=== multicycle_control ===
==> multicycle_control/clock_map.png <==
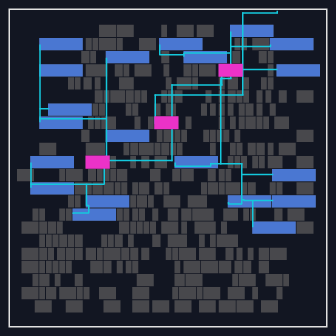

File: src/rtl/multicycle_control.sv
// Multicycle controller: Moore FSM that drives the datapath muxes, the
// write enables and the ALU operation for lw, sw, R-type, beq, addi and j.
module multicycle_control #(
   parameter int COUNT_WIDTH = 16
) (
   input  logic                   clk,
   input  logic                   reset,
   input  logic [5:0]             opcode,
   input  logic [5:0]             funct,
   input  logic                   zero,
   input  logic                   mem_ready,
   output logic                   mem_read,
   output logic                   mem_write,
   output logic                   i_or_d,
   output logic                   ir_write,
   output logic                   reg_write,
   output logic                   reg_dst,
   output logic                   mem_to_reg,
   output logic                   alu_src_a,
   output logic [1:0]             alu_src_b,
   output logic [2:0]             alu_control,
   output logic [1:0]             pc_source,
   output logic                   pc_en,
   output logic                   illegal_op,
   output logic [COUNT_WIDTH-1:0] instr_count,
   output logic [3:0]             state
);

   localparam logic [3:0] FETCH  = 4'd0;
   localparam logic [3:0] DECODE = 4'd1;
   localparam logic [3:0] MEMADR = 4'd2;
   localparam logic [3:0] MEMRD  = 4'd3;
   localparam logic [3:0] MEMWB  = 4'd4;
   localparam logic [3:0] MEMWR  = 4'd5;
   localparam logic [3:0] EXEC   = 4'd6;
   localparam logic [3:0] ALUWB  = 4'd7;
   localparam logic [3:0] BRANCH = 4'd8;
   localparam logic [3:0] ADDIEX = 4'd9;
   localparam logic [3:0] ADDIWB = 4'd10;
   localparam logic [3:0] JUMP   = 4'd11;

   localparam logic [5:0] OP_LW   = 6'b100011;
   localparam logic [5:0] OP_SW   = 6'b101011;
   localparam logic [5:0] OP_RTYP = 6'b000000;
   localparam logic [5:0] OP_BEQ  = 6'b000100;
   localparam logic [5:0] OP_ADDI = 6'b001000;
   localparam logic [5:0] OP_J    = 6'b000010;

   localparam logic [5:0] FN_ADD = 6'b100000;
   localparam logic [5:0] FN_SUB = 6'b100010;
   localparam logic [5:0] FN_AND = 6'b100100;
   localparam logic [5:0] FN_OR  = 6'b100101;
   localparam logic [5:0] FN_SLT = 6'b101010;

   localparam logic [2:0] ALU_ADD = 3'b010;
   localparam logic [2:0] ALU_SUB = 3'b110;
   localparam logic [2:0] ALU_AND = 3'b000;
   localparam logic [2:0] ALU_OR  = 3'b001;
   localparam logic [2:0] ALU_SLT = 3'b111;

   logic [3:0]             state_q;
   logic [3:0]             state_d;
   logic [3:0]             decode_target;
   logic                   op_legal;
   logic [1:0]             alu_op;
   logic                   pc_write;
   logic                   pc_write_cond;
   logic                   ir_write_raw;
   logic                   mem_write_raw;
   logic                   reg_write_raw;
   logic                   illegal_raw;
   logic                   retire;
   logic [COUNT_WIDTH-1:0] count_q;

   // Opcode dispatch target out of DECODE; unknown opcodes are flagged.
   always_comb begin
      decode_target = FETCH;
      op_legal      = 1'b1;
      case (opcode)
         OP_LW:   decode_target = MEMADR;
         OP_SW:   decode_target = MEMADR;
         OP_RTYP: decode_target = EXEC;
         OP_BEQ:  decode_target = BRANCH;
         OP_ADDI: decode_target = ADDIEX;
         OP_J:    decode_target = JUMP;
         default: begin
            decode_target = FETCH;
            op_legal      = 1'b0;
         end
      endcase
   end

   // Next-state selection; memory states hold until the access completes.
   always_comb begin
      state_d = FETCH;
      case (state_q)
         FETCH: begin
            if (mem_ready) state_d = DECODE;
            else           state_d = FETCH;
         end
         DECODE: state_d = decode_target;
         MEMADR: begin
            if (opcode == OP_SW) state_d = MEMWR;
            else                 state_d = MEMRD;
         end
         MEMRD: begin
            if (mem_ready) state_d = MEMWB;
            else           state_d = MEMRD;
         end
         MEMWB: state_d = FETCH;
         MEMWR: begin
            if (mem_ready) state_d = FETCH;
            else           state_d = MEMWR;
         end
         EXEC:   state_d = ALUWB;
         ALUWB:  state_d = FETCH;
         BRANCH: state_d = FETCH;
         ADDIEX: state_d = ADDIWB;
         ADDIWB: state_d = FETCH;
         JUMP:   state_d = FETCH;
         default: state_d = FETCH;
      endcase
   end

   // Instruction completes on the final transition back into FETCH.
   always_comb begin
      retire = 1'b0;
      case (state_q)
         MEMWB:  retire = 1'b1;
         MEMWR:  retire = mem_ready;
         ALUWB:  retire = 1'b1;
         BRANCH: retire = 1'b1;
         ADDIWB: retire = 1'b1;
         JUMP:   retire = 1'b1;
         default: retire = 1'b0;
      endcase
   end

   // State register, forced back to FETCH by reset at any time.
   always_ff @(posedge clk or posedge reset) begin
      if (reset) state_q <= FETCH;
      else       state_q <= state_d;
   end

   // Retired-instruction counter, wraps naturally at all-ones.
   always_ff @(posedge clk or posedge reset) begin
      if (reset)       count_q <= '0;
      else if (retire) count_q <= count_q + COUNT_WIDTH'(1);
   end

   // Per-state datapath controls; anything not set stays at 0.
   always_comb begin
      mem_read      = 1'b0;
      mem_write_raw = 1'b0;
      i_or_d        = 1'b0;
      ir_write_raw  = 1'b0;
      reg_write_raw = 1'b0;
      reg_dst       = 1'b0;
      mem_to_reg    = 1'b0;
      alu_src_a     = 1'b0;
      alu_src_b     = 2'b00;
      alu_op        = 2'b00;
      pc_source     = 2'b00;
      pc_write      = 1'b0;
      pc_write_cond = 1'b0;
      illegal_raw   = 1'b0;
      case (state_q)
         FETCH: begin
            mem_read     = 1'b1;
            alu_src_b    = 2'b01;
            ir_write_raw = mem_ready;
            pc_write     = mem_ready;
         end
         DECODE: begin
            alu_src_b   = 2'b11;
            illegal_raw = ~op_legal;
         end
         MEMADR: begin
            alu_src_a = 1'b1;
            alu_src_b = 2'b10;
         end
         MEMRD: begin
            mem_read = 1'b1;
            i_or_d   = 1'b1;
         end
         MEMWB: begin
            reg_write_raw = 1'b1;
            mem_to_reg    = 1'b1;
         end
         MEMWR: begin
            mem_write_raw = 1'b1;
            i_or_d        = 1'b1;
         end
         EXEC: begin
            alu_src_a = 1'b1;
            alu_op    = 2'b10;
         end
         ALUWB: begin
            reg_write_raw = 1'b1;
            reg_dst       = 1'b1;
         end
         BRANCH: begin
            alu_src_a     = 1'b1;
            alu_op        = 2'b01;
            pc_write_cond = 1'b1;
            pc_source     = 2'b01;
         end
         ADDIEX: begin
            alu_src_a = 1'b1;
            alu_src_b = 2'b10;
         end
         ADDIWB: begin
            reg_write_raw = 1'b1;
         end
         JUMP: begin
            pc_write  = 1'b1;
            pc_source = 2'b10;
         end
         default: begin
            mem_read = 1'b0;
         end
      endcase
   end

   // ALU operation: fixed add/sub, or decoded from funct for R-type.
   always_comb begin
      alu_control = ALU_ADD;
      case (alu_op)
         2'b00: alu_control = ALU_ADD;
         2'b01: alu_control = ALU_SUB;
         2'b10: begin
            case (funct)
               FN_ADD:  alu_control = ALU_ADD;
               FN_SUB:  alu_control = ALU_SUB;
               FN_AND:  alu_control = ALU_AND;
               FN_OR:   alu_control = ALU_OR;
               FN_SLT:  alu_control = ALU_SLT;
               default: alu_control = ALU_ADD;
            endcase
         end
         default: alu_control = ALU_ADD;
      endcase
   end

   // Write-type strobes are suppressed for as long as reset is held.
   assign ir_write    = ir_write_raw & ~reset;
   assign mem_write   = mem_write_raw & ~reset;
   assign reg_write   = reg_write_raw & ~reset;
   assign illegal_op  = illegal_raw & ~reset;
   assign pc_en       = (pc_write | (pc_write_cond & zero)) & ~reset;
   assign instr_count = count_q;
   assign state       = state_q;

endmodule

File: config.mk
export PLATFORM = sky130hd
export DESIGN_NAME = multicycle_control
export DESIGN_NICKNAME = d
export VERILOG_FILES = /design/src/rtl/multicycle_control.sv
export SDC_FILE = /design/constraint.sdc
export NUM_CORES = 1
export LEC_CHECK = 0
export ABC_AREA = 1
export CAP_MARGIN = 20
export CORE_UTILIZATION = 40
export DETAILED_ROUTE_END_ITERATION = 8
export PLACE_DENSITY = 0.71
export SLEW_MARGIN = 0
export SYNTH_ARGS = -nofsm -noshare
export SYNTH_HDL_FRONTEND = slang
export SYNTH_SLANG_ARGS = --single-unit
export TNS_END_PERCENT = 100
File: constraint.sdc
create_clock -name clk -period 2.69 [get_ports clk]
set_input_delay 0.269 -clock clk [delete_from_list [all_inputs] [get_ports clk]]
set_output_delay 0.269 -clock clk [all_outputs]
set_load 0.005 [all_outputs]
=== tdc_pulse_pattern_gen_flat ===
File: src/rtl/tdc_pg_pkg.sv
// Shared types for the TDC pulse-pattern generator: run-state encoding and mode values.
// Constants only: no logic, no latency, no backpressure.
package tdc_pg_pkg;

    typedef enum logic [1:0] {
        IDLE  = 2'd0,
        RUN   = 2'd1,
        FLUSH = 2'd2
    } state_t;

    localparam logic MODE_CONT  = 1'b0;
    localparam logic MODE_BURST = 1'b1;

endpackage

File: src/rtl/tdc_pulse_pattern_gen_if.sv
// Control and pattern-output bundle of the pulse-pattern generator.
// Wires only: no latency; no backpressure, every output is free-running.
interface tdc_pulse_pattern_gen_if #(
    parameter int NCH = 4,
    parameter int CW  = 16,
    parameter int WW  = 8,
    parameter int FW  = 16
);
    logic                start;
    logic                stop;
    logic                mode;
    logic [FW-1:0]       burst_len;
    logic [CW-1:0]       period;
    logic [NCH*CW-1:0]   delay;
    logic [NCH*WW-1:0]   width;
    logic                ref_pulse;
    logic [NCH-1:0]      pulse_out;
    logic                busy;
    logic                done;

    modport master (
        output start, stop, mode, burst_len, period, delay, width,
        input  ref_pulse, pulse_out, busy, done
    );

    modport slave (
        input  start, stop, mode, burst_len, period, delay, width,
        output ref_pulse, pulse_out, busy, done
    );
endinterface

File: src/rtl/tdc_pg_channel.sv
// One channel's window comparator: high while delay_i <= count < delay_i + width_i.
// Combinational, latency 0; no backpressure.
module tdc_pg_channel #(
    parameter int CW = 16,
    parameter int WW = 8
) (
    input  logic [CW-1:0] count,
    input  logic [CW-1:0] delay_i,
    input  logic [WW-1:0] width_i,
    output logic          win
);
    logic [CW:0] cnt_x;
    logic [CW:0] lo;
    logic [CW:0] hi;

    // One extra bit so delay + width never wraps back into the frame.
    always_comb begin
        cnt_x = {1'b0, count};
        lo    = {1'b0, delay_i};
        hi    = lo + (CW+1)'(width_i);
        win   = (cnt_x >= lo) && (cnt_x < hi);
    end
endmodule

File: src/rtl/tdc_pulse_pattern_gen.sv
// Multi-channel frame-based pulse-pattern generator: ref pulse per frame plus per-channel windows.
// Outputs registered, latency 1 from frame count; no backpressure, runs until burst end or stop.
module tdc_pulse_pattern_gen
    import tdc_pg_pkg::*;
#(
    parameter int NCH = 4,
    parameter int CW  = 16,
    parameter int WW  = 8,
    parameter int FW  = 16
) (
    input  logic                     clk,
    input  logic                     reset,
    tdc_pulse_pattern_gen_if.slave   bus
);
    typedef struct packed {
        logic                mode;
        logic [FW-1:0]       burst_len;
        logic [CW-1:0]       period;
        logic [NCH*CW-1:0]   delay;
        logic [NCH*WW-1:0]   width;
    } cfg_t;

    cfg_t            cfg_in;
    cfg_t            cfg_s;
    state_t          state;
    state_t          state_nxt;
    logic [CW-1:0]   count;
    logic [FW-1:0]   frames;
    logic            stop_flag;
    logic [NCH-1:0]  win;

    logic            start_ok;
    logic            wrap;
    logic            last_burst;
    logic            stop_pend;

    logic            ref_d;
    logic [NCH-1:0]  pulse_d;
    logic            busy_d;
    logic            done_d;
    logic            ref_q;
    logic [NCH-1:0]  pulse_q;
    logic            busy_q;
    logic            done_q;

    assign cfg_in = {bus.mode, bus.burst_len, bus.period, bus.delay, bus.width};

    // A zero-length burst would never end cleanly, so such a start is dropped.
    assign start_ok   = bus.start && ((bus.mode == MODE_CONT) || (bus.burst_len != '0));
    assign wrap       = (count == cfg_s.period);
    assign last_burst = (cfg_s.mode == MODE_BURST) && ((frames + FW'(1)) == cfg_s.burst_len);
    assign stop_pend  = stop_flag || bus.stop;

    for (genvar i = 0; i < NCH; i++) begin : g_ch
        tdc_pg_channel #(
            .CW (CW),
            .WW (WW)
        ) u_ch (
            .count   (count),
            .delay_i (cfg_s.delay[i*CW +: CW]),
            .width_i (cfg_s.width[i*WW +: WW]),
            .win     (win[i])
        );
    end

    always_ff @(posedge clk) begin
        if (reset) begin
            state <= IDLE;
        end else begin
            state <= state_nxt;
        end
    end

    always_comb begin
        state_nxt = state;
        case (state)
            IDLE:    if (start_ok) state_nxt = RUN;
            RUN:     if (wrap && (last_burst || stop_pend)) state_nxt = FLUSH;
            FLUSH:   state_nxt = IDLE;
            default: state_nxt = IDLE;
        endcase
    end

    always_comb begin
        ref_d   = 1'b0;
        pulse_d = '0;
        busy_d  = 1'b0;
        done_d  = 1'b0;
        case (state)
            IDLE: begin
                busy_d = start_ok;
            end
            RUN: begin
                ref_d   = (count == '0);
                pulse_d = win;
                busy_d  = 1'b1;
                done_d  = (state_nxt == FLUSH);
            end
            default: ;
        endcase
    end

    // Shadow config reloads only at frame wrap, so input changes land on frame boundaries.
    always_ff @(posedge clk) begin
        if (reset) begin
            count     <= '0;
            frames    <= '0;
            stop_flag <= 1'b0;
            cfg_s     <= '0;
            ref_q     <= 1'b0;
            pulse_q   <= '0;
            busy_q    <= 1'b0;
            done_q    <= 1'b0;
        end else begin
            ref_q   <= ref_d;
            pulse_q <= pulse_d;
            busy_q  <= busy_d;
            done_q  <= done_d;
            case (state)
                IDLE: begin
                    stop_flag <= 1'b0;
                    if (start_ok) begin
                        count  <= '0;
                        frames <= '0;
                        cfg_s  <= cfg_in;
                    end
                end
                RUN: begin
                    if (wrap) begin
                        count  <= '0;
                        frames <= frames + FW'(1);
                        cfg_s  <= cfg_in;
                    end else begin
                        count <= count + CW'(1);
                    end
                    stop_flag <= (state_nxt == RUN) ? stop_pend : 1'b0;
                end
                default: begin
                    stop_flag <= 1'b0;
                end
            endcase
        end
    end

    assign bus.ref_pulse = ref_q;
    assign bus.pulse_out = pulse_q;
    assign bus.busy      = busy_q;
    assign bus.done      = done_q;

endmodule

File: src/flat_wrapper.sv
// flat-port wrapper written by rule: the top's interface ports become plain ports
module tdc_pulse_pattern_gen_flat import tdc_pg_pkg::*;
#(
    parameter int NCH = 4,
    parameter int CW  = 16,
    parameter int WW  = 8,
    parameter int FW  = 16
)
  (clk, reset, bus_start, bus_stop, bus_mode, bus_burst_len, bus_period, bus_delay, bus_width, bus_ref_pulse, bus_pulse_out, bus_busy, bus_done);
  tdc_pulse_pattern_gen_if #(.NCH(NCH), .CW(CW), .WW(WW), .FW(FW)) bus_i ();
  input  logic clk;
  input  logic reset;
  input wire logic [$bits(bus_i.start)-1:0] bus_start;
  input wire logic [$bits(bus_i.stop)-1:0] bus_stop;
  input wire logic [$bits(bus_i.mode)-1:0] bus_mode;
  input wire logic [$bits(bus_i.burst_len)-1:0] bus_burst_len;
  input wire logic [$bits(bus_i.period)-1:0] bus_period;
  input wire logic [$bits(bus_i.delay)-1:0] bus_delay;
  input wire logic [$bits(bus_i.width)-1:0] bus_width;
  output wire logic [$bits(bus_i.ref_pulse)-1:0] bus_ref_pulse;
  output wire logic [$bits(bus_i.pulse_out)-1:0] bus_pulse_out;
  output wire logic [$bits(bus_i.busy)-1:0] bus_busy;
  output wire logic [$bits(bus_i.done)-1:0] bus_done;
  assign bus_i.start = bus_start;
  assign bus_i.stop = bus_stop;
  assign bus_i.mode = bus_mode;
  assign bus_i.burst_len = bus_burst_len;
  assign bus_i.period = bus_period;
  assign bus_i.delay = bus_delay;
  assign bus_i.width = bus_width;
  assign bus_ref_pulse = bus_i.ref_pulse;
  assign bus_pulse_out = bus_i.pulse_out;
  assign bus_busy = bus_i.busy;
  assign bus_done = bus_i.done;
  tdc_pulse_pattern_gen #(.NCH(NCH), .CW(CW), .WW(WW), .FW(FW)) u_core (.clk(clk), .reset(reset), .bus(bus_i));
endmodule
File: config.mk
export PLATFORM = sky130hd
export DESIGN_NAME = tdc_pulse_pattern_gen_flat
export DESIGN_NICKNAME = d
export VERILOG_FILES = /design/src/rtl/tdc_pg_pkg.sv /design/src/rtl/tdc_pulse_pattern_gen_if.sv /design/src/rtl/tdc_pg_channel.sv /design/src/rtl/tdc_pulse_pattern_gen.sv /design/src/flat_wrapper.sv
export SDC_FILE = /design/constraint.sdc
export NUM_CORES = 1
export LEC_CHECK = 0
export CORE_UTILIZATION = 52
export DETAILED_ROUTE_END_ITERATION = 8
export GPL_TIMING_DRIVEN = 0
export PLACE_DENSITY_LB_ADDON = 0.3
export RECOVER_POWER = 100
export SYNTH_ARGS = -nofsm -noshare
export SYNTH_HDL_FRONTEND = slang
export SYNTH_HIERARCHICAL = 1
export SYNTH_SLANG_ARGS = --single-unit
File: constraint.sdc
create_clock -name clk -period 3.1 [get_ports clk]
set_clock_uncertainty 0.1 [all_clocks]
set_input_delay 0.62 -clock clk [delete_from_list [all_inputs] [get_ports clk]]
set_output_delay 0.62 -clock clk [all_outputs]
set_load 0.05 [all_outputs]

## Gallery

Power grid.
shot_01.png
Bar = 50 µm. Pins as bars on the die edge.
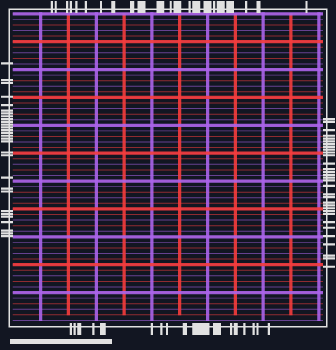
shot_02.png
Bar = 20 µm. Pins as bars on the die edge.
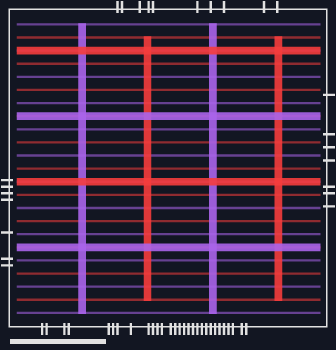
Of these, largest die: shot_01.png
- shot_01.png = tdc_pulse_pattern_gen_flat
- shot_02.png = multicycle_control

==> tdc_pulse_pattern_gen_flat/cell_classes.png <==
Fill, decap, tap and diode cells in grey.
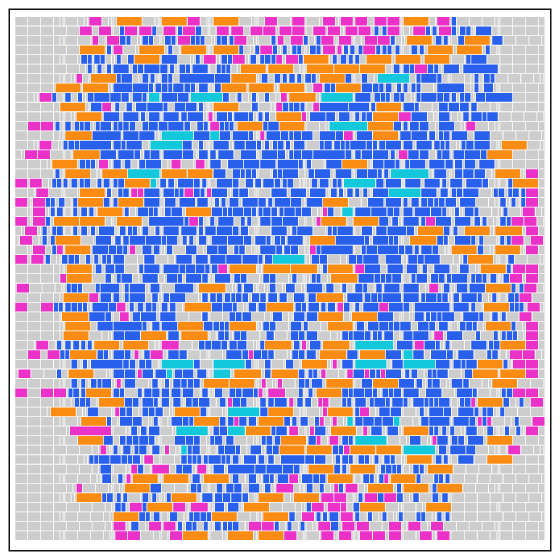
Key: magenta = other buffers and delay cells [cells 233]; blue = all other logic [cells 1300]; cyan = clock drivers and dummy loads [cells 31]; orange = flops [cells 171]
number of cell rows: 55
post-layout util: 65.4%
core region area: 22600 µm²

==> flow_summary_export.csv, tdc_pulse_pattern_gen_flat <==
group,metric,value,unit
status,status,"complete, but fails checks",
status,violations,"setup timing",
worst_setup_path,critical-path-slowest-cell,"o41ai_4",
placement,place_hpwl,24.9,mm
yosys,ys_cells,1539,
timing,finalWorstSetupSlack,-0.283,ns
yosys,ys_sh_xor,6.26,%
yosys,syn_inst,1539,
min_path,whs_endpoint,"u_core/cfg_s[76]",
clocking,root_buffer,"clkbuf_16",
min_path,min_path_cells,2,
timing,setup_violations,116,
finish,final_cell_area,14800,µm²
worst_setup_path,start_kind,"register",
placement,dp_cells,1963,
min_path,hp-class,"reg2reg",
global_route,met1_usage,36.5,%
yosys,top_area_cell,"dfxtp_1",
worst_setup_path,path_cells,"ha_4 > fa_2 > a21oi_4 > o211ai_2 > o41ai_4 > xnor2_1 > ha_1 > and4_4 > a221oi_2 > o211ai_1 > o211ai_1 > a31oi_1 > a21oi_1 > and2_1",
placement,place_area,13800,µm²
clocking,hold_buffers,0,
pwr,power_density,472,nW/µm²
yosys,flop_cell,"dfxtp_1",
global_route,antenna_found_initial,0,
timing,drv_slew,0,
yosys,netlist_area,12000,µm²
worst_setup_path,critPathArrivalTime,3.65,ns
worst_setup_path,critPathTopFamily,"AND-OR/OR-AND gates",
tdc_pulse_pattern_gen_flat: cells in the final DEF (no fill, tap or decap), types with 14 or more instances in the layout:
cell / n
xor2_1: 31
dfxtp_1: 147
clkdlybuf4s50_1: 132
nor4_1: 18
nand4_1: 21
nand2_1: 317
o21ai_0: 48
nor3_1: 31
a21oi_1: 209
dfxtp_2: 24
a21o_1: 16
nor2_1: 55
and3_1: 14
nand3_1: 44
xnor2_1: 55
buf_4: 28
inv_1: 90
clkbuf_1: 38
clkbuf_16: 17
ha_1: 155
tdc_pulse_pattern_gen_flat: report_power, final:
part / switching (µW) / total, µW / internal, µW
combinational: 1260 / 2160 / 899
sequential: 208 / 2620 / 2410
clock: 908 / 2210 / 1300
total: 2380 / 6980 / 4610
tdc_pulse_pattern_gen_flat: flip-flops by register name, summed over array words and instances (netlist names):
name	cells
u_core/bus.done	1
u_core/frames	16
u_core/count	16
u_core/stop_flag	1
u_core/bus.ref_pulse	1
u_core/state	2
u_core/bus.busy	1
u_core/cfg_s	129
u_core/bus.pulse_out	4
==> multicycle_control/metal_stack.png <==
Bar = 20 µm. Two of the layers only.
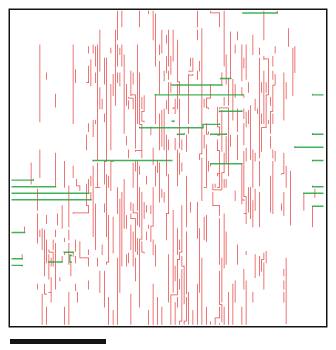
Key: red = met2 [wire length 1850 µm]; green = met3 [wire length 166 µm]

Notes on multicycle_control/clock_map.png above:
Key: blue = flip-flops [count 20]; magenta = cells driving clock nets [count 3]; cyan = clock wires [length 294 µm]
There are 4 routed clock nets.
part of the power in the clock network: 16.4%
Skew-Pair Late Insertion Delay: 0.26 ns
Worst Skew: 0.00600 ns
clock group power: 202 µW

==> flow_summary_export.csv, multicycle_control <==
group,metric,value,unit
pwr,max-vdd-ir-drop,0.572,mV
drt,routed_wirelength,3.97,mm
finish,layout_top_cell,"nand2_1",
finish,nonClkBufAreaFrac,24.2,%
placement,dp_cells,352,
global_route,grt_pass1_wl,7.06,mm
clocking,cts_made_buffers,3,
drt,wl_per_cell,11.2,µm
finish,drive_above_1_share,6.84,%
clocking,root_buffer,"clkbuf_8",
global_route,met1_usage,28.2,%
finish,comb_area,942,µm²
global_route,use_met3,5.56,%
status,status,"complete, no violations",
timing,min_period,2.41,ns
multicycle_control: flip-flops by register name, summed over array words and instances, names as in the netlist:
name	count
instr_count	16
state	4
multicycle_control: stage by stage:
stage	util, %	power, µW	hold slack [ns]
final	58.7	1230	0.328
after global routing	58.7	1330	0.361
after CTS	58.7	1240	0.329
after detailed placement	57.6	1040	0.560
after global placement	57.6	1040	0.548
after floorplan	-	759	0.247
multicycle_control: power by group:
group	internal, µW	switching (µW)	total [µW]
logic	298	315	613
registers	348	68.2	416
clock network	100	102	202
multicycle_control: synth_stat cells:
library cell  number  area, µm²
nand4_1            8       50.1
nand2_4            1       11.3
nand3_1           26        130
o21ai_1            4       20.0
nor2_1            32        120
o22ai_1            1       6.26
nor2_4             2       22.5
o21ai_2            2       17.5
a21boi_0           1       7.51
buf_6              2       22.5
buf_4              2       15.0
nor3_1             3       15.0
nor2_2             5       31.3
a31oi_1            1       6.26
dfrtp_1           20        500
nand3b_1           1       7.51
o21ai_0            6       30.0
nand2_1           81        304
a21oi_1            4       20.0
xor2_1             7       61.3
inv_2              2       7.51
nand2_2            4       25.0
ha_1               4       50.1
and2_1             1       6.26
inv_1             34        128

=== bit_unstuff ===
<file path="src/rtl/bit_unstuff.sv">
// bit_unstuff: receive-path bit unstuffer.
// Removes the zero inserted after every MAX_ONES consecutive ones. It also flags
// stuffing violations and length overflow, and frames the kept bits for the CRC
// checker and the sipo_register. Output latency is one cycle.
//   clk, rst                        : clock, async active-high reset
//   s_in, start_unstuffer,
//   end_unstuffer                   : decoded serial bit and packet framing
//   s_out, s_valid                  : kept data bit and its qualifier
//   start_crc, end_crc              : packet framing towards the CRC checker
//   stuff_error, overflow           : sticky flags, cleared by the next start
//   bit_count                       : kept bits in the current/last packet
//   busy                            : packet in progress (RUN or STUFF)
module bit_unstuff #(
  parameter int unsigned MAX_ONES = 6,
  parameter int unsigned MAX_BITS = 90,
  parameter int unsigned CW       = $clog2(MAX_BITS + 1)
) (
  input  logic          clk,
  input  logic          rst,
  input  logic          s_in,
  input  logic          start_unstuffer,
  input  logic          end_unstuffer,
  output logic          s_out,
  output logic          s_valid,
  output logic          start_crc,
  output logic          end_crc,
  output logic          stuff_error,
  output logic          overflow,
  output logic [CW-1:0] bit_count,
  output logic          busy
);

  localparam int unsigned OW = $clog2(MAX_ONES + 1);

  typedef enum logic [1:0] {IDLE, RUN, STUFF, ERR} state_t;

  state_t        state;
  logic [OW-1:0] ones;
  logic [OW-1:0] base_ones;
  logic [OW-1:0] inc_ones;
  logic [CW-1:0] base_cnt;
  logic          keep;
  logic          run_hit;
  logic          cnt_full;

  // A start bit is always data. It is counted from a cleared run and bit count,
  // so one shared data path serves both RUN and start in any state.
  always_comb begin
    keep      = start_unstuffer || (state == RUN);
    base_ones = start_unstuffer ? '0 : ones;
    base_cnt  = start_unstuffer ? '0 : bit_count;
    inc_ones  = s_in ? (base_ones + OW'(1)) : '0;
    run_hit   = (inc_ones == OW'(MAX_ONES));
    cnt_full  = (base_cnt == CW'(MAX_BITS));
  end

  assign busy = (state == RUN) || (state == STUFF);

  always_ff @(posedge clk or posedge rst) begin
    if (rst) begin
      state       <= IDLE;
      ones        <= '0;
      s_out       <= 1'b0;
      s_valid     <= 1'b0;
      start_crc   <= 1'b0;
      end_crc     <= 1'b0;
      stuff_error <= 1'b0;
      overflow    <= 1'b0;
      bit_count   <= '0;
    end else begin
      s_valid   <= 1'b0;
      start_crc <= 1'b0;
      end_crc   <= 1'b0;

      if (keep) begin
        s_out     <= s_in;
        s_valid   <= 1'b1;
        start_crc <= start_unstuffer;
        if (start_unstuffer) begin
          stuff_error <= 1'b0;
          overflow    <= 1'b0;
        end
        if (cnt_full) begin
          bit_count <= CW'(MAX_BITS);
          overflow  <= 1'b1;
        end else begin
          bit_count <= base_cnt + CW'(1);
        end
        ones <= run_hit ? '0 : inc_ones;
        if (end_unstuffer) begin
          // The mandatory stuffed zero can never arrive: report it now.
          end_crc <= 1'b1;
          state   <= IDLE;
          if (run_hit) stuff_error <= 1'b1;
        end else begin
          state <= run_hit ? STUFF : RUN;
        end
      end else begin
        case (state)
          STUFF: begin
            if (s_in) stuff_error <= 1'b1;
            if (end_unstuffer) begin
              end_crc <= 1'b1;
              state   <= IDLE;
            end else begin
              state <= s_in ? ERR : RUN;
            end
          end
          ERR: begin
            if (end_unstuffer) begin
              end_crc <= 1'b1;
              state   <= IDLE;
            end
          end
          default: ;
        endcase
      end
    end
  end

endmodule

</file>
<file path="config.mk">
export PLATFORM = sky130hd
export DESIGN_NAME = bit_unstuff
export DESIGN_NICKNAME = d
export VERILOG_FILES = /design/src/rtl/bit_unstuff.sv
export SDC_FILE = /design/constraint.sdc
export NUM_CORES = 1
export LEC_CHECK = 0
export ABC_AREA = 1
export CORE_UTILIZATION = 50
export CTS_CLUSTER_SIZE = 10
export DETAILED_ROUTE_END_ITERATION = 16
export GPL_TIMING_DRIVEN = 0
export PLACE_DENSITY = 0.77
export SLEW_MARGIN = 15
export SYNTH_ARGS = -nofsm -noshare
export SYNTH_HDL_FRONTEND = slang
export SYNTH_SLANG_ARGS = --single-unit
</file>
<file path="constraint.sdc">
create_clock -name clk -period 1.9 [get_ports clk]
set_clock_uncertainty 0.1 [all_clocks]
set_input_delay 0.38 -clock clk [delete_from_list [all_inputs] [get_ports clk]]
set_output_delay 0.38 -clock clk [all_outputs]
set_load 0.05 [all_outputs]
</file>
=== adder_share_ctrl ===
File: src/rtl/adder_share_ctrl.sv
// adder_share_ctrl: round-robin two-requester controller time-sharing one 6-bit ripple adder
module ripple_add6 (
  input  logic [5:0] x,
  input  logic [5:0] y,
  output logic [5:0] sum
);
  logic [5:0] w_c;
  assign w_c[0] = 1'b0;
  for (genvar i = 0; i < 6; i++) begin : g_fa
    assign sum[i] = x[i] ^ y[i] ^ w_c[i];
    if (i < 5) begin : g_c
      assign w_c[i+1] = (x[i] & y[i]) | (w_c[i] & (x[i] ^ y[i]));
    end
  end
endmodule

module adder_share_ctrl #(
  parameter bit FIRST_PRIO = 1'b0,
  parameter int CNT_W      = 8
) (
  input  logic             clk,
  input  logic             reset,
  input  logic             req0,
  input  logic [5:0]       a0,
  input  logic [5:0]       b0,
  input  logic             req1,
  input  logic [5:0]       a1,
  input  logic [5:0]       b1,
  output logic             done0,
  output logic             done1,
  output logic [5:0]       result,
  output logic             carry,
  output logic             busy,
  output logic [CNT_W-1:0] op_count
);
  typedef enum logic [1:0] {IDLE, ADD, RESP} state_t;
  state_t     r_state, w_next;
  logic [5:0] r_x, r_y, w_sum;
  logic       r_win, r_last, w_win, w_req;
  ripple_add6 u_add (.x(r_x), .y(r_y), .sum(w_sum));
  assign w_req = req0 | req1;
  assign w_win = (req0 & req1) ? ~r_last : req1;
  always_comb begin
    w_next = IDLE;
    busy   = 1'b0;
    done0  = 1'b0;
    done1  = 1'b0;
    w_next = (r_state == IDLE) ? (w_req ? ADD : IDLE) : (r_state == ADD) ? RESP : IDLE;
    busy   = r_state != IDLE;
    done0  = (r_state == RESP) & ~r_win;
    done1  = (r_state == RESP) & r_win;
  end
  always_ff @(posedge clk) begin
    if (reset) begin
      r_state  <= IDLE;
      r_x      <= '0;
      r_y      <= '0;
      r_win    <= 1'b0;
      r_last   <= ~FIRST_PRIO;
      result   <= '0;
      carry    <= 1'b0;
      op_count <= '0;
    end else begin
      r_state <= w_next;
      if (r_state == IDLE && w_req) begin
        r_x   <= w_win ? a1 : a0;
        r_y   <= w_win ? b1 : b0;
        r_win <= w_win;
      end
      if (r_state == ADD) begin
        result <= w_sum;
        carry  <= (r_x[5] & r_y[5]) | ((r_x[5] ^ r_y[5]) & ~w_sum[5]);
      end
      if (r_state == RESP) begin
        op_count <= op_count + CNT_W'(1);
        r_last   <= r_win;
      end
    end
  end
endmodule

File: config.mk
export PLATFORM = sky130hd
export DESIGN_NAME = adder_share_ctrl
export DESIGN_NICKNAME = d
export VERILOG_FILES = /design/src/rtl/adder_share_ctrl.sv
export SDC_FILE = /design/constraint.sdc
export NUM_CORES = 1
export LEC_CHECK = 0
export ABC_AREA = 1
export CAP_MARGIN = 20
export CORE_MARGIN = 4
export CORE_UTILIZATION = 35
export CTS_BUF_LIST = sky130_fd_sc_hd__clkbuf_16
export CTS_CLUSTER_DIAMETER = 150
export DETAILED_ROUTE_END_ITERATION = 8
export GPL_TIMING_DRIVEN = 0
export HOLD_SLACK_MARGIN = 0.05
export PLACE_DENSITY = 0.68
export SYNTH_ARGS = -nofsm -noshare
export SYNTH_HDL_FRONTEND = slang
export SYNTH_SLANG_ARGS = --single-unit
File: constraint.sdc
create_clock -name clk -period 2.4 [get_ports clk]
set_input_delay 0.36 -clock clk [delete_from_list [all_inputs] [get_ports clk]]
set_output_delay 0.36 -clock clk [all_outputs]
set_load 0.005 [all_outputs]
=== alu593_op_issue ===
[src/rtl/alu593_op_issue.sv]
`timescale 1ns/1ps
`default_nettype none
// +----------------------------------------------------------------------------+
// | Module   : alu593_op_issue                                                 |
// | Purpose  : Issue stage for the ALU593 datapath. Buffers {op, A, B}         |
// |            commands in a small FIFO. Drops no-op and reserved encodings.   |
// |            Dispatches one legal op at a time over a start/done handshake.  |
// |            A watchdog supervises each dispatched op, and completed ops are |
// |            counted.                                                        |
// | Ports    : clk_i, rst_ni (async, active low)                               |
// |            in_valid_i/in_ready_o/in_op_i/in_a_i/in_b_i : command input     |
// |            alu_start_o/alu_op_o/alu_a_o/alu_b_o/alu_done_i : ALU handshake |
// |            err_illegal_o, err_timeout_o : one-cycle error pulses           |
// |            busy_o, issued_cnt_o : status                                   |
// | Revision : 1.0  initial release                                            |
// +----------------------------------------------------------------------------+
module alu593_op_issue #(
  parameter int DATA_W  = 8,
  parameter int DEPTH   = 4,
  parameter int TIMEOUT = 15
) (
  input  logic              clk_i,
  input  logic              rst_ni,
  input  logic              in_valid_i,
  output logic              in_ready_o,
  input  logic [3:0]        in_op_i,
  input  logic [DATA_W-1:0] in_a_i,
  input  logic [DATA_W-1:0] in_b_i,
  output logic              alu_start_o,
  output logic [3:0]        alu_op_o,
  output logic [DATA_W-1:0] alu_a_o,
  output logic [DATA_W-1:0] alu_b_o,
  input  logic              alu_done_i,
  output logic              err_illegal_o,
  output logic              err_timeout_o,
  output logic              busy_o,
  output logic [7:0]        issued_cnt_o
);

  localparam int AW    = $clog2(DEPTH);
  localparam int ENT_W = 2 * DATA_W + 4;
  localparam logic [7:0] WD_LAST = 8'(TIMEOUT - 1);

  typedef enum logic [1:0] {
    S_IDLE  = 2'd0,
    S_ISSUE = 2'd1,
    S_WAIT  = 2'd2
  } state_t;

  // ---------------------------------------------------------------- FIFO
  logic [ENT_W-1:0] mem_q [DEPTH];
  logic [AW:0]      wr_ptr_q, rd_ptr_q;
  logic             full, empty, push, pop;
  logic [ENT_W-1:0] head;
  logic [3:0]       head_op;
  logic [DATA_W-1:0] head_a, head_b;

  // Extra pointer MSB distinguishes full from empty when the low bits match.
  assign empty = (wr_ptr_q == rd_ptr_q);
  assign full  = (wr_ptr_q[AW] != rd_ptr_q[AW]) &&
                 (wr_ptr_q[AW-1:0] == rd_ptr_q[AW-1:0]);

  // Ready reflects the pre-pop occupancy only, so a full FIFO never accepts.
  assign in_ready_o = !full;
  assign push       = in_valid_i && !full;

  assign head    = mem_q[rd_ptr_q[AW-1:0]];
  assign head_op = head[ENT_W-1 -: 4];
  assign head_a  = head[2*DATA_W-1 -: DATA_W];
  assign head_b  = head[DATA_W-1:0];

  // Storage needs no reset: an entry is only read after it has been written.
  always_ff @(posedge clk_i) begin
    if (push) begin
      mem_q[wr_ptr_q[AW-1:0]] <= {in_op_i, in_a_i, in_b_i};
    end
  end

  always_ff @(posedge clk_i or negedge rst_ni) begin
    if (!rst_ni) begin
      wr_ptr_q <= '0;
      rd_ptr_q <= '0;
    end else begin
      if (push) wr_ptr_q <= wr_ptr_q + 1'b1;
      if (pop)  rd_ptr_q <= rd_ptr_q + 1'b1;
    end
  end

  // ------------------------------------------------------------ dispatch FSM
  state_t            state_q, state_d;
  logic [3:0]        alu_op_q, alu_op_d;
  logic [DATA_W-1:0] alu_a_q, alu_a_d, alu_b_q, alu_b_d;
  logic              start_q, start_d;
  logic              ill_q, ill_d;
  logic              to_q, to_d;
  logic [7:0]        wd_q, wd_d;
  logic [7:0]        cnt_q, cnt_d;

  always_ff @(posedge clk_i or negedge rst_ni) begin
    if (!rst_ni) begin
      state_q  <= S_IDLE;
      alu_op_q <= '0;
      alu_a_q  <= '0;
      alu_b_q  <= '0;
      start_q  <= 1'b0;
      ill_q    <= 1'b0;
      to_q     <= 1'b0;
      wd_q     <= '0;
      cnt_q    <= '0;
    end else begin
      state_q  <= state_d;
      alu_op_q <= alu_op_d;
      alu_a_q  <= alu_a_d;
      alu_b_q  <= alu_b_d;
      start_q  <= start_d;
      ill_q    <= ill_d;
      to_q     <= to_d;
      wd_q     <= wd_d;
      cnt_q    <= cnt_d;
    end
  end

  always_comb begin
    state_d  = state_q;
    alu_op_d = alu_op_q;
    alu_a_d  = alu_a_q;
    alu_b_d  = alu_b_q;
    start_d  = 1'b0;
    ill_d    = 1'b0;
    to_d     = 1'b0;
    wd_d     = wd_q;
    cnt_d    = cnt_q;
    pop      = 1'b0;
    unique case (state_q)
      S_IDLE: begin
        if (!empty) begin
          pop = 1'b1;
          if (head_op == 4'h0 || head_op == 4'hF) begin
            // no-op encodings are dropped without any indication
          end else if (head_op >= 4'hA) begin
            ill_d = 1'b1;
          end else begin
            alu_op_d = head_op;
            alu_a_d  = head_a;
            alu_b_d  = head_b;
            state_d  = S_ISSUE;
          end
        end
      end
      S_ISSUE: begin
        start_d = 1'b1;
        wd_d    = '0;
        state_d = S_WAIT;
      end
      S_WAIT: begin
        // Completion takes priority over a watchdog expiry in the same cycle.
        if (alu_done_i) begin
          cnt_d   = cnt_q + 8'd1;
          state_d = S_IDLE;
        end else if (wd_q == WD_LAST) begin
          to_d    = 1'b1;
          state_d = S_IDLE;
        end else begin
          wd_d = wd_q + 8'd1;
        end
      end
      default: state_d = S_IDLE;
    endcase
  end

  assign alu_start_o   = start_q;
  assign alu_op_o      = alu_op_q;
  assign alu_a_o       = alu_a_q;
  assign alu_b_o       = alu_b_q;
  assign err_illegal_o = ill_q;
  assign err_timeout_o = to_q;
  assign issued_cnt_o  = cnt_q;
  assign busy_o        = !empty || (state_q != S_IDLE);

endmodule
`default_nettype wire

[config.mk]
export PLATFORM = sky130hd
export DESIGN_NAME = alu593_op_issue
export DESIGN_NICKNAME = d
export VERILOG_FILES = /design/src/rtl/alu593_op_issue.sv
export SDC_FILE = /design/constraint.sdc
export NUM_CORES = 1
export LEC_CHECK = 0
export ABC_AREA = 1
export CORE_UTILIZATION = 55
export CTS_CLUSTER_SIZE = 10
export DETAILED_ROUTE_END_ITERATION = 10
export DONT_BUFFER_PORTS = 1
export PLACE_DENSITY = 0.7
export REMOVE_ABC_BUFFERS = 1
export SLEW_MARGIN = 20
export SYNTH_ARGS = -nofsm -noshare
export SYNTH_HDL_FRONTEND = slang
export SYNTH_SLANG_ARGS = --single-unit
[constraint.sdc]
create_clock -name clk_i -period 5.3 [get_ports clk_i]
set_input_delay 0.53 -clock clk_i [delete_from_list [all_inputs] [get_ports clk_i]]
set_output_delay 0.53 -clock clk_i [all_outputs]
set_load 0.005 [all_outputs]
==> alu593_op_issue/metal_stack.png <==
Bar = 20 µm. Two of the layers only.
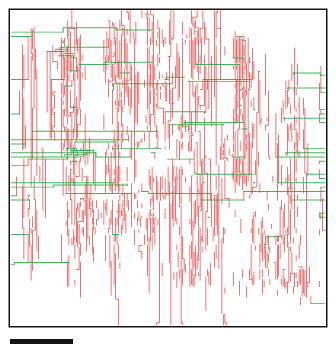
Key: green = met3 [wire length 813 µm]; red = met2 [wire length 5180 µm]
Total Routing Usage GR: 22.7%
wire per inst: 16.6 µm

==> flow_summary_export.csv, alu593_op_issue <==
group,metric,value,unit
worst_setup_path,rr_endpoint,"alu_b_o[0]",
placement,dp_cells,578,
floorplan,io_pins,57,
yosys,top_cell_area_share,45.7,%
worst_setup_path,required,5.69,ns
timing,slew_headroom,35.6,%
yosys,common_cells,"nand2_1, edfxtp_1, nor2_1, dfrtp_1, o21ai_0",
finish,syn2layout_area_growth,13.6,%
pwr,power_leakage,0.00244,µW
drt,routed.top_layer,"met4",
global_route,grt-busiest-layer,"met2",
finish,drive_above_1_share,9.94,%
placement,place_congestion,0.785,
finish,n_fill_cell,676,
drt,routed_wirelength,10.2,mm
worst_setup_path,path_max_fanout,42,
finish,instances_no_fill,612,
yosys,ys_sh_xor,2.33,%
finish,register_area,3580,µm²
drt,drc_errors,0,
yosys,top_area_cell,"edfxtp_1",
worst_setup_path,worstSetupPathType,"reg2reg",
pwr,total_power,3910,µW
global_route,use_met2,37.8,%
drt,viasPerCell,5.58,
worst_setup_path,worst-path-buf-inv,2,
yosys,syn_inst,468,
timing,fmax,0.300,GHz
status,status,"complete, no violations",
finish,largest_reg_flops,80,
clocking,cts_tree,"done",
worst_setup_path,startpoint,"rd_ptr_q[0]",
yosys,fa_ha_area_share,1.90,%
placement,portBuffers,0,
floorplan,dieWidth,99.8,µm
worst_setup_path,start_kind,"register",
worst_setup_path,rr_startpoint,"rd_ptr_q[0]",
floorplan,die_h,99.8,µm
yosys,synth_cell_type_count,25,
==> alu593_op_issue: power breakdown <==
group | total [µW] | switching [µW] | internal, µW
registers | 1560 | 204 | 1360
clock network | 1180 | 447 | 731
logic | 1170 | 821 | 349
total | 3910 | 1470 | 2440
==> alu593_op_issue: worst max path at each step <==
| stage | depth (start not counted) | slack, ns | end |
|---|---|---|---|
| floorplan | 4 | 2.48 | mem_q[3][0] |
| global placement | 10 | 2.19 | alu_b_o[5] |
| detailed placement | 10 | 2.07 | alu_op_o[0] |
| CTS | 10 | 2.02 | alu_b_o[0] |
| global route | 10 | 1.59 | alu_b_o[0] |
| finish | 10 | 1.97 | alu_b_o[0] |
==> alu593_op_issue: layout make-up <==
class | instances | share of cell area, %
flip-flops and latches | 127 | 59.9
well taps | 129 | 2.70
multi-input cells | 289 | 24.3
repair buffers | 5 | 1.00
clock inverters | 15 | 3.29
clock buffers | 17 | 6.93
inverters | 30 | 1.93
==> adder_share_ctrl/pdn.png <==
Bar = 20 µm. Pins as bars on the die edge.
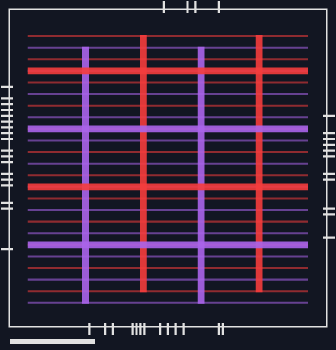
Key: red = VDD; purple = VSS
4 straps on met4. 24 met1 rails follow the rows. 46 signal pins sit on the boundary.
Die H: 74.1 µm
core region area: 4120 µm²
Peak VDD IR: 0.314 mV
Die Wd: 74.1 µm

==> flow_summary_export.csv, adder_share_ctrl <==
group,metric,value,unit
status,violations,"setup timing",
placement,portBuffers,45,
drt,ant_nets,0,
finish,nClkBuffers,5,
timing,fmax,0.409,GHz
yosys,synth-warning-count,0,
floorplan,rows,23,
placement,dpl_worst_slack,-0.119,ns
clocking,htreeDepth,2,
drt,viasPerCell,4.34,
status,status,"complete, but fails checks",
worst_setup_path,cp-end-kind,"register",
pwr,power_density,647,nW/µm²
pwr,total_power,1430,µW
timing,finalWorstSetupSlack,-0.0459,ns
worst_setup_path,worst-path-buf-inv,3,
global_route,grt_start_max_net_pins,11,
drt,m1WireLength,1.40,mm
pwr,p_clk,568,µW
timing,setup_violations,1,
global_route,grt-busiest-layer,"met2",
pwr,p_comb_share,18.7,%
adder_share_ctrl: worst paths after layout:
path,from,to,cells after the start,slack (ns)
worst min-delay path,r_win,r_win,2,0.49
worst min register to register,r_win,r_win,2,0.49
worst max register to register,r_x[0],result[5],10,-0.05
worst max-delay path,r_x[0],result[5],10,-0.05
adder_share_ctrl: Yosys cell counts (all sizes together):
cell | instances | area share [%]
nor2 | 67 | 18
nand2 | 41 | 10
dfxtp | 31 | 41
inv | 30 | 7.4
o21ai | 20 | 6.5
a21oi | 8 | 3.4
buf | 7 | 3.4
nand3 | 6 | 2.0
fa | 5 | 6.5
ha | 2 | 1.6
xor2 | 1 | 0.57
adder_share_ctrl: metrics by stage:
step	cells	utilization (%)
2_1_floorplan	218	-
3_3_place_gp	313	49.8
3_5_place_dp	313	49.8
4_1_cts	321	53.2
5_1_grt	321	53.6
6_report	321	53.6
adder_share_ctrl: flip-flops by register name, summed over array words and instances (netlist names):
name,flops
r_last,1
result,6
carry,1
r_y,6
r_x,6
op_count,8
r_win,1
r_state,2
adder_share_ctrl: logic make-up after synthesis:
group,share of synthesized area (%)
simple gates,30.0
buf+inv,10.8
flops,40.6
compound gates,9.89
fa+ha+maj,8.18
xor+xnor,0.572
==> bit_unstuff/metal_stack.png <==
Bar = 10 µm. Two of the layers only.
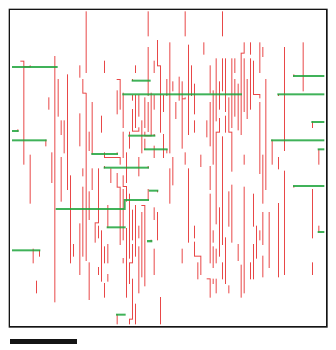
Key: green = met3 [wire length 98.9 µm]; red = met2 [wire length 959 µm]
wire per inst: 11.9 µm
Routed WL: 2.08 mm

==> flow_summary_export.csv, bit_unstuff <==
group,metric,value,unit
worst_setup_path,r2r_cells,6,
global_route,use_met2,35.0,%
worst_setup_path,critical-path-slowest-cell,"dfrtp_1",
finish,finalNetCount,161,
pwr,power_frac_clock,25.3,%
min_path,hp-class,"in2async",
yosys,edf_count,0,
finish,sh_seq_area,36.4,%
floorplan,dieWidth,46.9,µm
floorplan,die_area,2200,µm²
status,status,"complete, no violations",
worst_setup_path,crit_cells,4,
placement,place_area,1220,µm²
yosys,avgSynthCellArea,7.92,µm²
worst_setup_path,rr_startpoint,"state[0]",
timing,slew_headroom,55.5,%
finish,final-clk-cell-share,2.93,%
timing,drv_slew,0,
placement,dp_cells,170,
clocking,root_buffer,"clkbuf_4",
## bit_unstuff: placed cells by master, fill, tap and decap left out, drive strengths merged
master,synthesis,final
a21oi,5,5
buf,3,4
clkinv,2,2
nand3b,2,2
o211a,1,1
a31oi,1,1
and2,1,1
ha,6,6
nor2,13,13
inv,14,14
a32oi,1,1
nor3,1,1
clkbuf,1,5
nand3,8,8
dfrtp,18,18
dlygate4sd2,0,14
nand2,42,42
nand4,1,1
clkdlybuf4s50,0,3
o21ai,5,5
o22ai,2,2
## bit_unstuff: cell families after synthesis
kind of cell / share of synthesized area, %
fa+ha+maj: 7.46
simple gates: 30.0
flops: 44.8
buf+inv: 8.71
compound gates: 9.08
## bit_unstuff: state kept, by name, summed over array words and instances (netlist names)
register,count
end_crc,1
start_crc,1
overflow,1
ones,3
stuff_error,1
bit_count,7
state,2
s_out,1
s_valid,1
## bit_unstuff: metrics by stage
step	utilization (%)	worst slack, ns	power, µW	setup TNS (ns)	hold slack [ns]
detailed placement	67.6	-0.401	755	-2.30	0.366
global placement	67.6	-0.362	750	-2.11	0.368
CTS	68.3	0.0682	975	0	0.389
finish	68.8	0.0781	970	0	0.369
global route	68.8	0.0222	1020	0	0.412
floorplan	-	0.179	660	0	0.219

=== four_req_rr_arbiter ===
==> four_req_rr_arbiter/pdn.png <==
Bar = 10 µm. Pins as bars on the die edge.
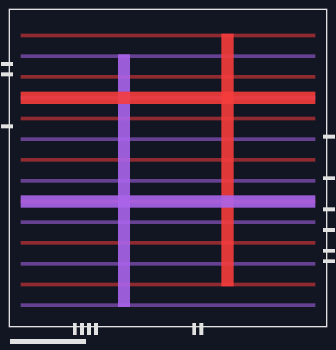
==> four_req_rr_arbiter/cell_classes.png <==
Fill, decap, tap and diode cells in grey.
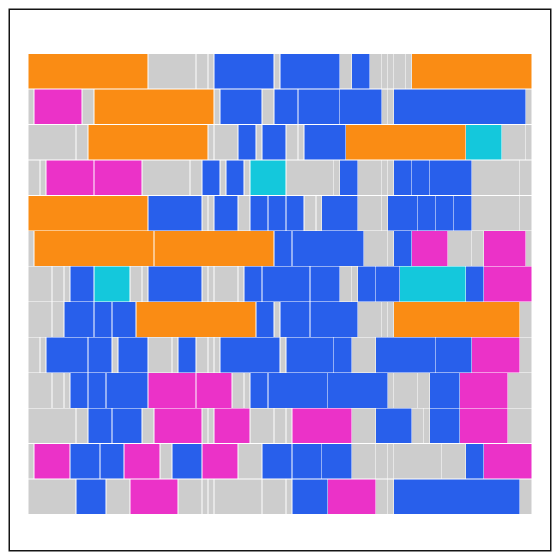
<file path="src/rtl/four_req_rr_arbiter.sv">
// Four-requester round-robin arbiter with a bounded hold time.
// Owners are preempted after MAX_HOLD cycles, but only while someone else is waiting.
module four_req_rr_arbiter #(
   parameter int unsigned MAX_HOLD = 8
) (
   input  logic       clk,
   input  logic       rst_n,
   input  logic [3:0] req,
   output logic [3:0] grant,
   output logic [1:0] grant_id,
   output logic       busy,
   output logic       any_req,
   output logic       preempt
);

   typedef enum logic {StIdle, StOwn} state_e;

   localparam logic [3:0] MaxHold = 4'(MAX_HOLD);

   state_e     state_q, state_d;
   logic [1:0] owner_q, owner_d;
   logic [1:0] ptr_q, ptr_d;
   logic [3:0] hold_q, hold_d;
   logic       preempt_q, preempt_d;

   logic [1:0] pick;
   logic [3:0] owner_onehot;
   logic       others;

   assign any_req      = |req;
   assign owner_onehot = 4'b0001 << owner_q;
   assign others       = |(req & ~owner_onehot);

   // Scan from the farthest offset down so the nearest requester to ptr wins.
   always_comb begin
      pick = ptr_q;
      if (req[ptr_q + 2'd3]) pick = ptr_q + 2'd3;
      if (req[ptr_q + 2'd2]) pick = ptr_q + 2'd2;
      if (req[ptr_q + 2'd1]) pick = ptr_q + 2'd1;
      if (req[ptr_q])        pick = ptr_q;
   end

   always_ff @(posedge clk or negedge rst_n) begin
      if (!rst_n) begin
         state_q   <= StIdle;
         owner_q   <= 2'd0;
         ptr_q     <= 2'd0;
         hold_q    <= 4'd0;
         preempt_q <= 1'b0;
      end else begin
         state_q   <= state_d;
         owner_q   <= owner_d;
         ptr_q     <= ptr_d;
         hold_q    <= hold_d;
         preempt_q <= preempt_d;
      end
   end

   always_comb begin
      state_d   = state_q;
      owner_d   = owner_q;
      ptr_d     = ptr_q;
      hold_d    = hold_q;
      preempt_d = 1'b0;
      unique case (state_q)
         StIdle: begin
            if (any_req) begin
               state_d = StOwn;
               owner_d = pick;
               hold_d  = 4'd1;
            end
         end
         StOwn: begin
            // A voluntary release takes precedence over expiry in the same cycle.
            if (!req[owner_q]) begin
               state_d = StIdle;
               ptr_d   = owner_q + 2'd1;
               hold_d  = 4'd0;
            end else if ((hold_q == MaxHold) && others) begin
               state_d   = StIdle;
               ptr_d     = owner_q + 2'd1;
               hold_d    = 4'd0;
               preempt_d = 1'b1;
            end else if (hold_q != MaxHold) begin
               hold_d = hold_q + 4'd1;
            end
         end
         default: state_d = StIdle;
      endcase
   end

   always_comb begin
      grant    = 4'b0000;
      grant_id = 2'd0;
      busy     = 1'b0;
      preempt  = preempt_q;
      if (state_q == StOwn) begin
         grant    = owner_onehot;
         grant_id = owner_q;
         busy     = 1'b1;
      end
   end

endmodule

</file>
<file path="config.mk">
export PLATFORM = sky130hd
export DESIGN_NAME = four_req_rr_arbiter
export DESIGN_NICKNAME = d
export VERILOG_FILES = /design/src/rtl/four_req_rr_arbiter.sv
export SDC_FILE = /design/constraint.sdc
export NUM_CORES = 1
export LEC_CHECK = 0
export CORE_MARGIN = 1
export CORE_UTILIZATION = 50
export DETAILED_ROUTE_END_ITERATION = 10
export PLACE_DENSITY = 0.77
export REMOVE_ABC_BUFFERS = 1
export SYNTH_ARGS = -nofsm -noshare
export SYNTH_HDL_FRONTEND = slang
export SYNTH_SLANG_ARGS = --single-unit
export TNS_END_PERCENT = 20
</file>
<file path="constraint.sdc">
create_clock -name clk -period 2.3 [get_ports clk]
set_input_delay 0.46 -clock clk [delete_from_list [all_inputs] [get_ports clk]]
set_output_delay 0.46 -clock clk [all_outputs]
set_load 0.02 [all_outputs]
</file>
==> flow_summary_export.csv <==
group,metric,value,unit
finish,instances_no_fill,123,
clocking,cts_resized,1,
yosys,edf_count,0,
yosys,top_logic_kind,"AND-OR/OR-AND gates",
floorplan,die_area,1720,µm²
clocking,hold_buffers,0,
worst_setup_path,rr_endpoint,"ptr_q[1]",
finish,nonClkBufAreaFrac,18.4,%
yosys,common_cells,"nand2_1, dfrtp_1, inv_1, ha_1, nor2_1",
finish,largestClassByArea,"multi-input combinational cells",
drt,vias,673,
finish,n_fill_cell,108,
clocking,root_buffer,"clkbuf_4",
yosys,avgSynthCellArea,9.03,µm²
finish,drive_above_1_share,16.7,%
yosys,synthAoiAreaFrac,22.5,%
placement,dp_cells,119,
clocking,clock_sinks,10,
worst_setup_path,startpoint,"owner_q[1]",
timing,grt_setup_unrepaired,"no",
yosys,top_area_cell,"dfrtp_1",
finish,seq_cell_count,10,
worst_setup_path,worst-path-buf-inv,1,
timing,finalWorstSetupSlack,0.0952,ns
yosys,synth_seq_share,32.2,%
yosys,flop_cell,"dfrtp_1",
yosys,ys_cells,86,
finish,num-multi-input-gates,66,
yosys,ys_sh_xor,1.13,%
floorplan,taps,15,
worst_setup_path,rr_startpoint,"owner_q[0]",
finish,final-clk-cell-share,3.59,%
yosys,fa_ha_area_share,9.66,%
global_route,antenna_found_initial,0,
clocking,htreeDepth,1,
placement,place_congestion,0.784,
global_route,grt_pass1_vias,693,
clocking,cts_tree,"done",
worst_setup_path,critPathTopFamily,"buffers and inverters",
worst_setup_path,slowest_delay,0.59,ns
drt,drt_iter0_markers,24,
finish,diodes,0,
timing,whs,0.483,ns
pwr,total_power,1170,µW
yosys,top_cell_area_share,32.2,%
worst_setup_path,critical-path-slowest-cell,"clkdlybuf4s50_1",
yosys,synth-warning-count,0,
floorplan,io_pins,15,
clocking,post_cts_buffers,0,
status,status,"complete, no violations",
finish,syn2layout_area_growth,30.1,%
placement,place_hpwl,1.27,mm
pwr,power_density,1150,nW/µm²
timing,setup_violations,0,
finish,nNonClkBuffers,20,
timing,setup_tns,0,ns
yosys,async_flop_share,100,%
clocking,clk-insertion-delay-late,0.29,ns
yosys,netlist_area,777,µm²
global_route,grt_pass1_wl,3.06,mm
floorplan,fp-utilization,56.9,%
min_path,hp-class,"in2async",
timing,min_period,2.20,ns
timing,period_used_share,95.9,%
yosys,synthSimpleGateAreaFrac,22.1,%
yosys,mux_share,7.41,%
timing,clock_skew,0.0115,ns
finish,sh_comb_area,48.3,%
About four_req_rr_arbiter/pdn.png:
Key: red = VDD; purple = VSS
2 straps on met4. 2 straps on met5. The core has 13 rows. 15 signal pins sit on the boundary.

About four_req_rr_arbiter/cell_classes.png:
Key: orange = flops [cells 10]; blue = all other logic [cells 74]; cyan = clock drivers and dummy loads [cells 4]; magenta = other buffers and delay cells [cells 20]
post-layout util: 74.0%
number of cell rows: 13
core region area: 1370 µm²
Final Cell Area: 1010 µm²

## per-layer routing
| metal | GRT usage [%] | wire length [µm] | up-vias |
|---|---|---|---|
| met2 | 36.3 | 836 | 18 |
| li1 | - | - | 341 |
| met1 | 30.8 | 772 | 312 |
| met4 | 6.45 | 13 | 0 |
| met3 | 9.13 | 96 | 2 |
| met5 | 0 | 0 | - |
## layout by cell type, fill, tap and decap left out, types with 2 or more instances in the layout
master	count
clkbuf_4	3
o22ai_1	3
and2_1	4
mux2i_1	2
nand2_1	12
ha_1	6
nand2b_1	3
buf_4	6
nor2b_1	2
o21ai_0	5
dfrtp_1	9
or2b_1	2
mux2_1	2
inv_1	7
clkdlybuf4s50_1	12
nor2_1	6
## where the power goes
part	leakage (µW)	switching (µW)	internal (µW)	total (µW)
Combinational	0.000319	321	313	634
Clock	0.0000210	73.5	96.5	170
Sequential	0.000123	119	244	363
Total	0.000463	514	654	1170
## state kept, by name (all words and copies together) (netlist names)
register  flops
ptr_q         2
preempt       1
hold_q        4
owner_q       2
state_q       1


==> gallery <==
Clock wiring as the flow saved it.
picture 1
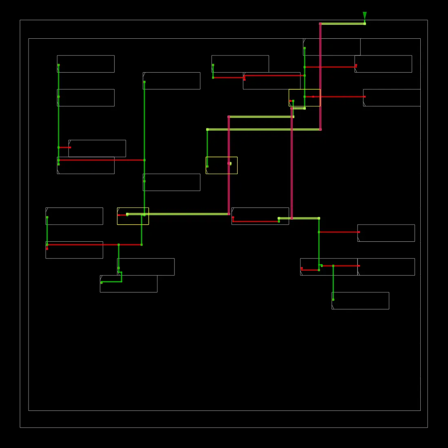
picture 2
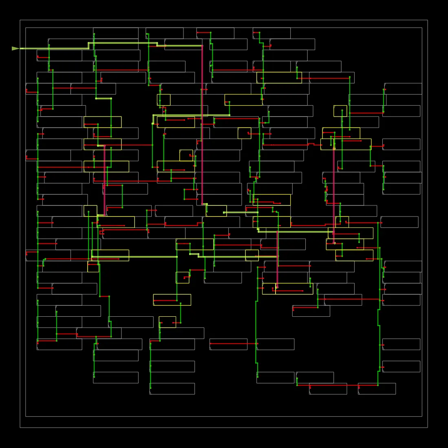
picture 3
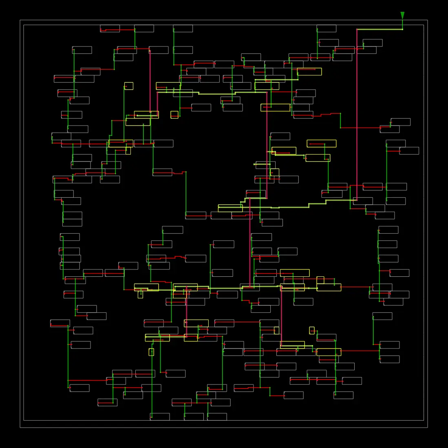
picture 4
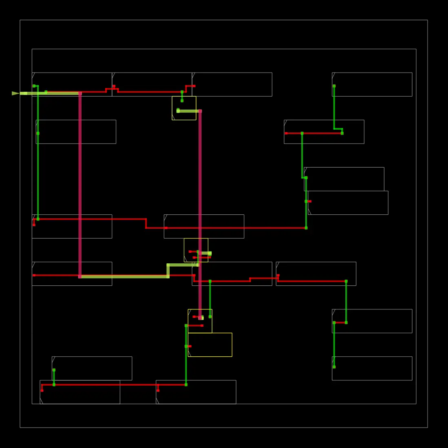
picture 5
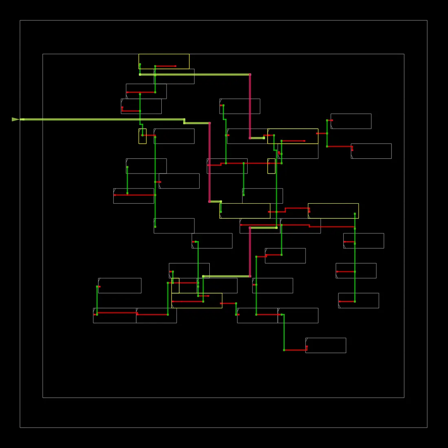
- picture 2 = alu593_op_issue
- picture 1 = multicycle_control
- picture 5 = adder_share_ctrl
- picture 3 = tdc_pulse_pattern_gen_flat
- picture 4 = bit_unstuff
Of these, most sequential cells: picture 3

Power and IR drop assume default switching activity.
